# block 1

Figure 1. Cells coloured by class (block 1).
(3 px per um) Fill, decap, tap and diode cells in grey.
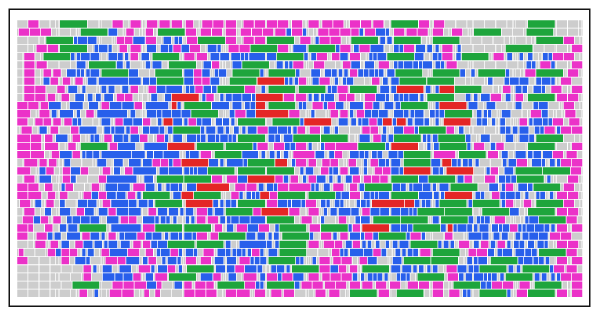

[config.mk]
export PLATFORM = sky130hd
export DESIGN_NAME = mdu_ctrl
export DESIGN_NICKNAME = d
export VERILOG_FILES = /design/src/rtl/mdu_ctrl.sv
export SDC_FILE = /design/constraint.sdc
export NUM_CORES = 1
export LEC_CHECK = 0
export CAP_MARGIN = 20
export CORE_ASPECT_RATIO = 0.5
export CORE_MARGIN = 2
export CORE_UTILIZATION = 47
export DETAILED_ROUTE_END_ITERATION = 8
export PLACE_DENSITY = 0.82
export SETUP_SLACK_MARGIN = 0.02
export SLEW_MARGIN = 5
export SYNTH_ARGS = -nofsm -noshare
export SYNTH_HDL_FRONTEND = slang
export SYNTH_SLANG_ARGS = --single-unit
[constraint.sdc]
create_clock -name clk -period 2.4 [get_ports clk]
set_input_delay 0.24 -clock clk [delete_from_list [all_inputs] [get_ports clk]]
set_output_delay 0.24 -clock clk [all_outputs]
set_load 0.02 [all_outputs]
[src/rtl/mdu_ctrl.sv]
// mdu_ctrl: sequences the iterative unsigned multiplier for MULT/MULTU, owns HI/LO,
// executes MTHI/MTLO and drives the pipeline stall.
module mdu_ctrl #(
    parameter int TIMEOUT_CYCLES = 80
) (
    input  logic        clk,
    input  logic        resetn,
    input  logic        op_valid,
    input  logic [1:0]  op_code,
    input  logic [31:0] op_a,
    input  logic [31:0] op_b,
    output logic        op_ready,
    output logic        busy,
    output logic        done,
    output logic        err,
    output logic [31:0] hi,
    output logic [31:0] lo,
    output logic        mul_start,
    output logic [31:0] mul_a,
    output logic [31:0] mul_b,
    input  logic        mul_busy,
    input  logic [63:0] mul_result
);
    typedef enum logic [2:0] {IDLE, LAUNCH, WAIT_BUSY, WAIT_DONE, WRITE} state_t;
    localparam logic [6:0] CNT_LAST = 7'(TIMEOUT_CYCLES - 1);
    state_t      state_q, state_d;
    logic [6:0]  cnt_q, cnt_d;
    logic        neg_q, neg_d;
    logic        err_q, err_d;
    logic        mul_start_q, mul_start_d;
    logic [31:0] hi_q, hi_d, lo_q, lo_d, mul_a_q, mul_a_d, mul_b_q, mul_b_d;
    logic [31:0] abs_a, abs_b;
    logic [63:0] prod;
    logic        timeout;
    // 0x80000000 negates to itself, which is already the correct unsigned magnitude
    assign abs_a    = op_a[31] ? (~op_a + 32'd1) : op_a;
    assign abs_b    = op_b[31] ? (~op_b + 32'd1) : op_b;
    assign prod     = neg_q ? (~mul_result + 64'd1) : mul_result;
    assign timeout  = cnt_q == CNT_LAST;
    assign op_ready = state_q == IDLE;
    assign busy     = ~op_ready;
    assign done     = state_q == WRITE;
    assign err      = err_q;
    assign hi       = hi_q;
    assign lo       = lo_q;
    assign mul_start = mul_start_q;
    assign mul_a    = mul_a_q;
    assign mul_b    = mul_b_q;
    always_comb begin
        state_d     = state_q;
        cnt_d       = cnt_q;
        neg_d       = neg_q;
        err_d       = err_q;
        mul_start_d = mul_start_q;
        hi_d        = hi_q;
        lo_d        = lo_q;
        mul_a_d     = mul_a_q;
        mul_b_d     = mul_b_q;
        case (state_q)
            IDLE: if (op_valid) begin
                if (op_code[1]) begin
                    hi_d = op_code[0] ? hi_q : op_a;
                    lo_d = op_code[0] ? op_a : lo_q;
                end else begin
                    mul_a_d     = op_code[0] ? op_a : abs_a;
                    mul_b_d     = op_code[0] ? op_b : abs_b;
                    neg_d       = ~op_code[0] & (op_a[31] ^ op_b[31]);
                    err_d       = 1'b0;
                    cnt_d       = 7'd0;
                    mul_start_d = 1'b1;
                    state_d     = LAUNCH;
                end
            end
            LAUNCH: begin
                mul_start_d = 1'b0;
                state_d     = WAIT_BUSY;
            end
            WAIT_BUSY: begin
                cnt_d = cnt_q + 7'd1;
                if (mul_busy) state_d = WAIT_DONE;
                else if (timeout) begin
                    err_d   = 1'b1;
                    state_d = IDLE;
                end
            end
            WAIT_DONE: begin
                cnt_d = cnt_q + 7'd1;
                if (!mul_busy) begin
                    {hi_d, lo_d} = prod;
                    state_d      = WRITE;
                end else if (timeout) begin
                    err_d   = 1'b1;
                    state_d = IDLE;
                end
            end
            WRITE:   state_d = IDLE;
            default: state_d = IDLE;
        endcase
    end
    always_ff @(posedge clk or negedge resetn) begin
        if (!resetn) begin
            state_q     <= IDLE;
            cnt_q       <= 7'd0;
            neg_q       <= 1'b0;
            err_q       <= 1'b0;
            mul_start_q <= 1'b0;
            hi_q        <= 32'd0;
            lo_q        <= 32'd0;
            mul_a_q     <= 32'd0;
            mul_b_q     <= 32'd0;
        end else begin
            state_q     <= state_d;
            cnt_q       <= cnt_d;
            neg_q       <= neg_d;
            err_q       <= err_d;
            mul_start_q <= mul_start_d;
            hi_q        <= hi_d;
            lo_q        <= lo_d;
            mul_a_q     <= mul_a_d;
            mul_b_q     <= mul_b_d;
        end
    end
endmodule

# block 2

$ cat config.mk
export PLATFORM = sky130hd
export DESIGN_NAME = imem_fetch_responder
export DESIGN_NICKNAME = d
export VERILOG_FILES = /design/src/rtl/imem_fetch_responder.sv
export SDC_FILE = /design/constraint.sdc
export NUM_CORES = 1
export LEC_CHECK = 0
export CAP_MARGIN = 20
export CORE_MARGIN = 8
export CORE_UTILIZATION = 55
export CTS_BUF_LIST = sky130_fd_sc_hd__clkbuf_4 sky130_fd_sc_hd__clkbuf_8
export CTS_CLUSTER_SIZE = 14
export DETAILED_ROUTE_END_ITERATION = 10
export PLACE_DENSITY = 0.84
export SYNTH_ARGS = -nofsm -noshare
export SYNTH_HDL_FRONTEND = slang
export SYNTH_SLANG_ARGS = --single-unit
$ cat constraint.sdc
create_clock -name clock -period 4.9 [get_ports clock]
set_clock_uncertainty 0.1 [all_clocks]
set_input_delay 0.49 -clock clock [delete_from_list [all_inputs] [get_ports clock]]
set_output_delay 0.49 -clock clock [all_outputs]
set_load 0.05 [all_outputs]
$ cat src/rtl/imem_fetch_responder.sv
// Instruction-memory responder: two halfword beats per 32-bit fetch.
// Optional one-entry line buffer enabled by defining MC_LINE_BUF_EN.
module imem_fetch_responder #(
    parameter int WAIT_CYCLES = 2,
    parameter int ADDR_W      = 18
) (
    input  logic              clock,
    input  logic              reset,
    input  logic              if_mc_en,
    input  logic [ADDR_W-1:0] if_mc_addr,
    input  logic              if_mc_flush,
    output logic [31:0]       mc_if_data,
    output logic              mc_if_valid,
    output logic              mc_if_busy,
    output logic [ADDR_W:0]   mc_ram_addr,
    output logic              mc_ram_oe,
    input  logic [15:0]       ram_mc_data
);

    typedef enum logic [1:0] {
        IDLE = 2'd0,
        LO   = 2'd1,
        HI   = 2'd2,
        DONE = 2'd3
    } state_t;

    localparam logic [3:0] LAST = 4'(WAIT_CYCLES - 1);

    state_t            state, state_n;
    logic [3:0]        cnt;
    logic [ADDR_W-1:0] addr_q;
    logic [15:0]       lo_q;
    logic              last;
    logic              accept;
    logic              hit;
    logic              lo_cap;
    logic              hi_cap;
    logic              count_en;
    logic              ram_oe_n;
    logic [ADDR_W:0]   ram_addr_n;

`ifdef MC_LINE_BUF_EN
    logic [ADDR_W-1:0] lb_tag;
    logic [31:0]       lb_data;
    logic              lb_v;

    assign hit = lb_v && (lb_tag == if_mc_addr);
`else
    assign hit = 1'b0;
`endif

    assign last        = (cnt == LAST);
    assign mc_if_busy  = (state == LO) || (state == HI);
    assign mc_if_valid = (state == DONE);

    always_comb begin
        state_n    = state;
        accept     = 1'b0;
        lo_cap     = 1'b0;
        hi_cap     = 1'b0;
        count_en   = 1'b0;
        ram_oe_n   = 1'b0;
        ram_addr_n = mc_ram_addr;
        unique case (state)
            IDLE, DONE: begin
                if (if_mc_en) begin
                    accept  = 1'b1;
                    state_n = hit ? DONE : LO;
                end else begin
                    state_n = IDLE;
                end
            end
            LO: begin
                if (if_mc_flush) begin
                    state_n = IDLE;
                end else if (last) begin
                    lo_cap  = 1'b1;
                    state_n = HI;
                end else begin
                    count_en = 1'b1;
                end
            end
            HI: begin
                if (if_mc_flush) begin
                    state_n = IDLE;
                end else if (last) begin
                    hi_cap  = 1'b1;
                    state_n = DONE;
                end else begin
                    count_en = 1'b1;
                end
            end
            default: state_n = IDLE;
        endcase
        // Address is registered, so it is computed for the state being entered.
        if (state_n == LO) begin
            ram_oe_n   = 1'b1;
            ram_addr_n = accept ? {if_mc_addr, 1'b0} : {addr_q, 1'b0};
        end else if (state_n == HI) begin
            ram_oe_n   = 1'b1;
            ram_addr_n = {addr_q, 1'b1};
        end
    end

    always_ff @(posedge clock) begin
        if (reset) begin
            state       <= IDLE;
            cnt         <= 4'd0;
            addr_q      <= '0;
            lo_q        <= 16'd0;
            mc_if_data  <= 32'd0;
            mc_ram_addr <= '0;
            mc_ram_oe   <= 1'b0;
        end else begin
            state       <= state_n;
            mc_ram_oe   <= ram_oe_n;
            mc_ram_addr <= ram_addr_n;
            cnt         <= count_en ? cnt + 4'd1 : 4'd0;
            if (accept) begin
                addr_q <= if_mc_addr;
            end
            if (lo_cap) begin
                lo_q <= ram_mc_data;
            end
            if (hi_cap) begin
                mc_if_data <= {ram_mc_data, lo_q};
            end
`ifdef MC_LINE_BUF_EN
            if (accept && hit) begin
                mc_if_data <= lb_data;
            end
`endif
        end
    end

`ifdef MC_LINE_BUF_EN
    always_ff @(posedge clock) begin
        if (reset) begin
            lb_v    <= 1'b0;
            lb_tag  <= '0;
            lb_data <= 32'd0;
        end else if (hi_cap) begin
            lb_v    <= 1'b1;
            lb_tag  <= addr_q;
            lb_data <= {ram_mc_data, lo_q};
        end
    end
`endif

endmodule

Figure 2. Supply network (block 1).
(2 px per um) Pins as bars on the die edge.
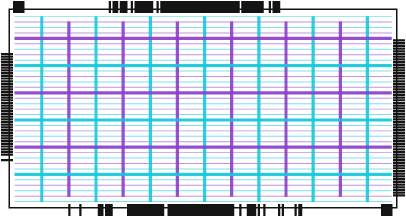
VDD -> purple
VSS -> cyan
signal pins = 267
met1 rails = 35
rows = 34
met4 straps = 13

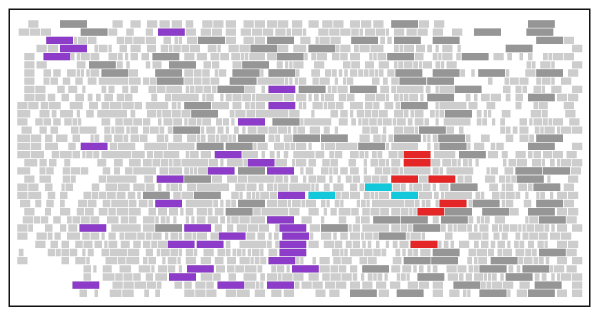
Figure 3: block 1, register map, names as in the netlist.
(3 px per um) Other sequential cells in the stronger grey, the rest of the logic in the fainter grey.
state_q -> cyan  # sequential cells 3
cnt_q -> red  # sequential cells 7
lo -> purple  # sequential cells 32

About Figure 1:
other buffers and delay cells -> magenta  # cells 451, share of their area 31%
clock drivers and dummy loads -> red  # cells 32, share of their area 4.7%
combinational and other logic -> blue  # cells 790, share of their area 38%
flops -> green  # cells 141, share of their area 27%

==> run summary, block 1 <==
outcome: finished, final reports clean
Worst EP required: 2.72 ns
Yosys top cell by instances: nand2_1
PortBufs: 266
Tmin final: 2.38 ns
Crit path max-delay family: simple AND/OR/NAND/NOR gates
yosys cell count: 982
detailed-route via count: 9,763
FF+latch area: 0.00353 mm^2
register share after synthesis: 42.0%
Cell Type Count: 48
non-clk buf share: 30.4%
worst skew pair latency: 0.43 ns
Slowest-stage cell, CP: or4_4
fillcell total: 1,199
leak pwr: 5.75 nW
post-CTS setup buffer count: 6
Final HPWL DP: 25,700 um
total CTS buffers: 17
Mapped Avg Cell Area: 8.55 um^2
H-tree depth: 4
Longest Clk Path Bufs: 2
Max-Slew Margin vs Limit: 58.6%
Setup Skew: 0.0109 ns
gp weighted congestion: 0.941
Critical Path Source: mul_result[10]
CP Capture Type: flop
hold_sp: mul_result[0]
share of layout cells above drive strength 1: 20.6%
worst path cell trace: clkdlybuf4s15_2 > buf_6 > or4_4 > or4_4 > buf_4 > buf_4 > o41ai_4 > xnor2_2 > nor2_2 > o31ai_2
block 1: kinds of logic after synthesis:
| kind of cell | Yosys count | share of synthesized area (%) |
|---|---|---|
| simple gates | 380 | 21.3 |
| mux | 3 | 0.358 |
| compound gates | 262 | 19.6 |
| flops | 141 | 42.0 |
| xor+xnor | 125 | 13.0 |
| fa+ha+maj | 4 | 0.596 |
| buf+inv | 67 | 3.11 |
block 1: routing by layer:
metal	vias up	wire (um)	share of wire, %	track usage (%)
met5	-	0	0	0
met4	0	1530	4.4	16.2
met3	117	3280	9.5	8.16
met2	608	15800	45	56.7
met1	4678	14100	41	47.6
li1	4360	-	-	-
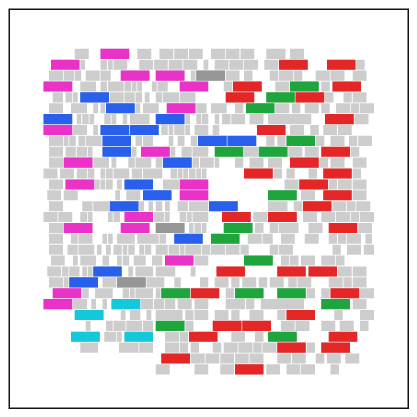
Figure 4: block 2, register map, names as in the netlist.
(4 px per um) Other sequential cells in the stronger grey, the rest of the logic in the fainter grey.
addr_q -> blue  # sequential cells 18
mc_ram_addr -> magenta  # sequential cells 19
cnt -> cyan  # sequential cells 4, where bottom left
lo_q -> green  # sequential cells 16
mc_if_data -> red  # sequential cells 32
not coloured = 3

==> run summary, block 2 <==
Longest Clk Path Bufs: 2
Biggest consumer: registers
R2R Path End: mc_ram_addr[1]
worst skew pair latency: 0.36 ns
Multiplexer share: 17.9%
clock network power share: 36.4%
Net Sw Frac: 24.8%
Yosys reg bits: 92
invs w/o clock: 22
Area leader share: 48.2%
Crit path max-delay family: simple AND/OR/NAND/NOR gates
Synth Area in XOR/XNOR: 0.458%
most frequent logic cell in the layout: dfxtp_1
leak pwr: 2.02 nW
total CTS buffers: 9
worst min path class: reg2reg
outcome: finished, final reports clean
EDFF count, synth: 0
Yosys Chip Area: 0.00382 mm^2
register share after synthesis: 48.2%
Setup crit end: mc_ram_addr[1]
CTS Root Buffer Type: clkbuf_8
Worst EP arrival: 3.42 ns
diode count: 0
non-clk buf share: 18.9%
largest net degree at the start of global routing: 106
combinational fraction of the cell area: 36.0%
fin cells: 556
Routed Antenna Nets: 0
top cells by count: dfxtp_1 (92), nand2b_1 (64), mux2i_1 (48)
Slew Limit Fails: 0
via/cell ratio: 5.14
# clk buffers: 9
most numerous logic cells after layout: dfxtp_1 (92), clkdlybuf4s50_1 (90), nand2b_1 (64)
DIE WIDTH: 99.4 um
Tmin final: 3.27 ns
-- block 2: per-layer routing --
layer	vias to the layer above	GRT usage (%)	share of wire, %
li1	1453	-	-
met1	1323	19.3	47
met2	75	27.3	47
met3	6	5.59	5.8
met4	0	6.64	1.1
met5	-	0	0
-- block 2: flip-flops by register name (all words and copies together) (netlist names) --
register / flops
mc_if_data: 32
mc_ram_addr: 19
state: 2
cnt: 4
lo_q: 16
addr_q: 18
mc_ram_oe: 1

==> screenshots <==
Clock distribution.
panel A
(6 px per um)
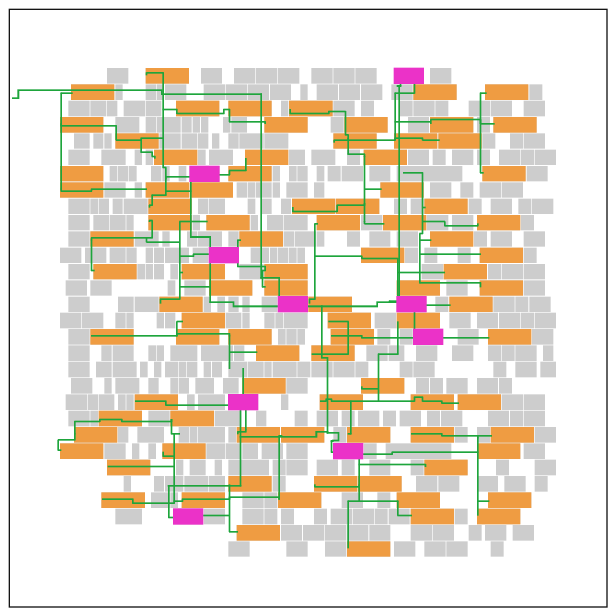
panel B
(4 px per um)
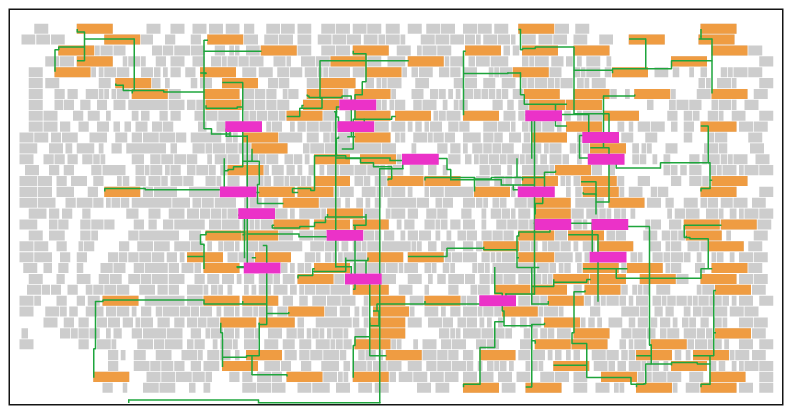
| picture | from |
|---|---|
| panel B | block 1 |
| panel A | block 2 |
The one with the most sequential cells is panel B.
The one with the largest die is panel B.

Key to panel B:
flip-flops -> orange  # count 141
clock wires -> green  # length 1,950 um
clock drivers -> magenta  # count 17
routed clock nets = 18


# block 3

==> src/rtl/quad_decoder_if.sv <==
// Signal bundle between a quadrature source/consumer and quad_decoder.
// The master drives the encoder pins and clear; the slave (decoder) returns the step and position outputs.
interface quad_decoder_if #(
    parameter int CNT_WIDTH = 16
);
    logic                 a_in;
    logic                 b_in;
    logic                 clr;
    logic                 step_cw;
    logic                 step_ccw;
    logic                 err;
    logic                 dir;
    logic [CNT_WIDTH-1:0] position;
    logic [7:0]           err_cnt;

    modport master (
        output a_in, b_in, clr,
        input  step_cw, step_ccw, err, dir, position, err_cnt
    );

    modport slave (
        input  a_in, b_in, clr,
        output step_cw, step_ccw, err, dir, position, err_cnt
    );
endinterface

==> src/rtl/quad_decoder.sv <==
// Quadrature decoder: synchronises and glitch-filters A/B, decodes Gray steps
// into cw/ccw/err pulses, and keeps a wrapping position and saturating error count.
module quad_decoder #(
    parameter int CNT_WIDTH   = 16,
    parameter int SYNC_STAGES = 2,
    parameter int FILTER_LEN  = 3
) (
    input  logic          clk,
    input  logic          rst_n,
    quad_decoder_if.slave bus
);

    typedef enum logic {ST_INIT, ST_TRACK} state_e;

    // INIT waits until every sync and filter flop holds a post-reset sample,
    // so the reset-cleared 00 history is never mistaken for a real input.
    localparam int PRIME_LEN = SYNC_STAGES + FILTER_LEN;
    localparam int PRIME_W   = $clog2(PRIME_LEN + 1);

    logic [1:0]           sync_q [SYNC_STAGES];
    logic [1:0]           hist_q [FILTER_LEN];
    logic [1:0]           s_ab;
    logic [1:0]           cand;
    logic                 cand_valid;

    state_e               state_q;
    logic [PRIME_W-1:0]   prime_q;
    logic [1:0]           fab_q;
    logic                 step_cw_q;
    logic                 step_ccw_q;
    logic                 err_q;
    logic                 dir_q;
    logic [CNT_WIDTH-1:0] position_q;
    logic [7:0]           err_cnt_q;

    // Gray successors, codes written {A,B}: cw order 00 -> 10 -> 11 -> 01 -> 00.
    function automatic logic [1:0] cw_succ(input logic [1:0] ab);
        case (ab)
            2'b00:   return 2'b10;
            2'b10:   return 2'b11;
            2'b11:   return 2'b01;
            default: return 2'b00;
        endcase
    endfunction

    function automatic logic [1:0] ccw_succ(input logic [1:0] ab);
        case (ab)
            2'b00:   return 2'b01;
            2'b01:   return 2'b11;
            2'b11:   return 2'b10;
            default: return 2'b00;
        endcase
    endfunction

    assign s_ab = sync_q[SYNC_STAGES-1];

    // NOTE: these small shift registers are reset because a mid-operation reset
    // must discard partial history; this is flop storage, not a RAM macro.
    always_ff @(posedge clk or negedge rst_n) begin
        if (!rst_n) begin
            for (int i = 0; i < SYNC_STAGES; i++) sync_q[i] <= 2'b00;
            for (int i = 0; i < FILTER_LEN; i++)  hist_q[i] <= 2'b00;
        end else begin
            // NOTE: non-blocking assignments make every stage read the old value
            // of its neighbour, which is what turns the loops into shift registers.
            sync_q[0] <= {bus.a_in, bus.b_in};
            for (int i = 1; i < SYNC_STAGES; i++) sync_q[i] <= sync_q[i-1];
            hist_q[0] <= s_ab;
            for (int i = 1; i < FILTER_LEN; i++)  hist_q[i] <= hist_q[i-1];
        end
    end

    // NOTE: cand_valid gets a default before the loop so no path leaves it unassigned (no latch).
    always_comb begin
        cand       = hist_q[0];
        cand_valid = 1'b1;
        for (int i = 1; i < FILTER_LEN; i++) begin
            if (hist_q[i] != hist_q[0]) cand_valid = 1'b0;
        end
    end

    always_ff @(posedge clk or negedge rst_n) begin
        if (!rst_n) begin
            state_q    <= ST_INIT;
            prime_q    <= '0;
            fab_q      <= 2'b00;
            step_cw_q  <= 1'b0;
            step_ccw_q <= 1'b0;
            err_q      <= 1'b0;
            dir_q      <= 1'b0;
            position_q <= '0;
            err_cnt_q  <= '0;
        end else begin
            step_cw_q  <= 1'b0;
            step_ccw_q <= 1'b0;
            err_q      <= 1'b0;
            case (state_q)
                ST_INIT: begin
                    if (prime_q != PRIME_W'(PRIME_LEN)) begin
                        prime_q <= prime_q + PRIME_W'(1);
                    end else if (cand_valid) begin
                        fab_q   <= cand;
                        state_q <= ST_TRACK;
                    end
                end
                ST_TRACK: begin
                    if (cand_valid && cand != fab_q) begin
                        fab_q <= cand;
                        if (cand == cw_succ(fab_q)) begin
                            step_cw_q  <= 1'b1;
                            dir_q      <= 1'b1;
                            position_q <= position_q + CNT_WIDTH'(1);
                        end else if (cand == ccw_succ(fab_q)) begin
                            step_ccw_q <= 1'b1;
                            dir_q      <= 1'b0;
                            position_q <= position_q - CNT_WIDTH'(1);
                        end else begin
                            err_q <= 1'b1;
                            if (err_cnt_q != 8'hFF) err_cnt_q <= err_cnt_q + 8'd1;
                        end
                    end
                end
                default: state_q <= ST_INIT;
            endcase
            // Placed last so a coincident step still pulses but the counters read zero.
            if (bus.clr) begin
                position_q <= '0;
                err_cnt_q  <= '0;
            end
        end
    end

    assign bus.step_cw  = step_cw_q;
    assign bus.step_ccw = step_ccw_q;
    assign bus.err      = err_q;
    assign bus.dir      = dir_q;
    assign bus.position = position_q;
    assign bus.err_cnt  = err_cnt_q;

endmodule

==> src/flat_wrapper.sv <==
// flat-port wrapper written by rule: the top's interface ports become plain ports
module quad_decoder_flat 
#(
    parameter int CNT_WIDTH   = 16,
    parameter int SYNC_STAGES = 2,
    parameter int FILTER_LEN  = 3
)
  (clk, rst_n, bus_a_in, bus_b_in, bus_clr, bus_step_cw, bus_step_ccw, bus_err, bus_dir, bus_position, bus_err_cnt);
  quad_decoder_if #(.CNT_WIDTH(CNT_WIDTH)) bus_i ();
  input  logic clk;
  input  logic rst_n;
  input wire logic [$bits(bus_i.a_in)-1:0] bus_a_in;
  input wire logic [$bits(bus_i.b_in)-1:0] bus_b_in;
  input wire logic [$bits(bus_i.clr)-1:0] bus_clr;
  output wire logic [$bits(bus_i.step_cw)-1:0] bus_step_cw;
  output wire logic [$bits(bus_i.step_ccw)-1:0] bus_step_ccw;
  output wire logic [$bits(bus_i.err)-1:0] bus_err;
  output wire logic [$bits(bus_i.dir)-1:0] bus_dir;
  output wire logic [$bits(bus_i.position)-1:0] bus_position;
  output wire logic [$bits(bus_i.err_cnt)-1:0] bus_err_cnt;
  assign bus_i.a_in = bus_a_in;
  assign bus_i.b_in = bus_b_in;
  assign bus_i.clr = bus_clr;
  assign bus_step_cw = bus_i.step_cw;
  assign bus_step_ccw = bus_i.step_ccw;
  assign bus_err = bus_i.err;
  assign bus_dir = bus_i.dir;
  assign bus_position = bus_i.position;
  assign bus_err_cnt = bus_i.err_cnt;
  quad_decoder #(.CNT_WIDTH(CNT_WIDTH), .SYNC_STAGES(SYNC_STAGES), .FILTER_LEN(FILTER_LEN)) u_core (.clk(clk), .rst_n(rst_n), .bus(bus_i));
endmodule
==> config.mk <==
export PLATFORM = sky130hd
export DESIGN_NAME = quad_decoder_flat
export DESIGN_NICKNAME = d
export VERILOG_FILES = /design/src/rtl/quad_decoder_if.sv /design/src/rtl/quad_decoder.sv /design/src/flat_wrapper.sv
export SDC_FILE = /design/constraint.sdc
export NUM_CORES = 1
export LEC_CHECK = 0
export CAP_MARGIN = 20
export CORE_ASPECT_RATIO = 1.75
export CORE_MARGIN = 2
export CORE_UTILIZATION = 40
export DETAILED_ROUTE_END_ITERATION = 10
export GPL_TIMING_DRIVEN = 0
export SETUP_SLACK_MARGIN = 0.4
export SYNTH_ARGS = -nofsm -noshare
export SYNTH_HDL_FRONTEND = slang
export SYNTH_SLANG_ARGS = --single-unit
==> constraint.sdc <==
create_clock -name clk -period 6.8 [get_ports clk]
set_clock_uncertainty 0.2 [all_clocks]
set_input_delay 1.36 -clock clk [delete_from_list [all_inputs] [get_ports clk]]
set_output_delay 1.36 -clock clk [all_outputs]
set_load 0.01 [all_outputs]
==> run summary <==
Core Util, Final: 49.6%
detailed-route via count: 1,976
Commonest flop: dfrtp_1
CP Launch Type: flop
max_cap viols: 0
outcome: finished, final reports clean
crit path buf inv count: 0
WS Path Type: reg2reg
Final Power: 0.000749 W
Logic pwr share: 35.6%
Total Routed Length: 5490 um
Synth Area in XOR/XNOR: 10.4%
PortBufs: 32
Die Span Y: 109 um
first-iteration detailed-routing DRC count: 76
Ys Warns: 0
Crit path depth: 9
Synth-to-Final Area Change: 21.1%
==> cell type report <==
cell class	count	share of cell area, %
Inverter	5	0.612
Sequential cell	44	35.9
Buffer	11	1.43
Multi-Input combinational cell	195	44.7
Timing Repair Buffer	33	10.9
Tap cell	80	3.26
Clock inverter	1	0.979
Clock buffer	5	2.24
==> registers in the layout (all words and copies together) (netlist names), 2 cells and up <==
name / count
u_core.prime_q: 3
u_core.fab_q: 2
u_core.sync_q: 2
u_core.bus.err_cnt: 8
u_core.cand: 2
u_core.s_ab: 2
u_core.bus.position: 16
u_core.hist_q: 4
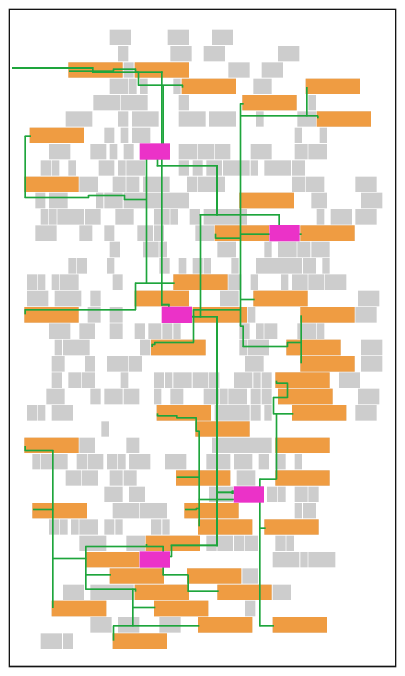
Figure 5: block 3, clock distribution.
(6 px per um)
flip-flops -> orange  # count 44
clock wires -> green  # length 636 um
clock drivers -> magenta  # count 5
flops lie = widely spread



==> screenshots <==
Routing congestion.
shot_01.png
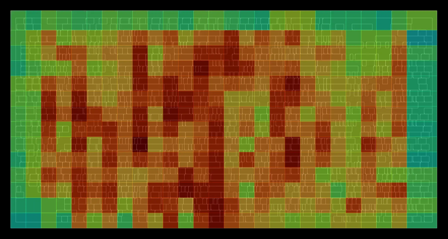
shot_02.png
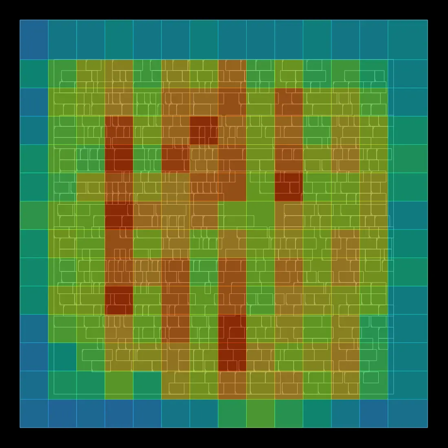
shot_03.png
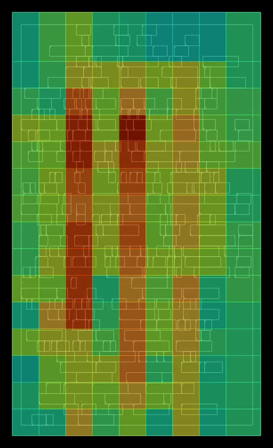
shot_01.png is block 1.
shot_02.png is block 2.
shot_03.png is block 3.

No activity file was given, so power comes from the tool's default toggle rates.
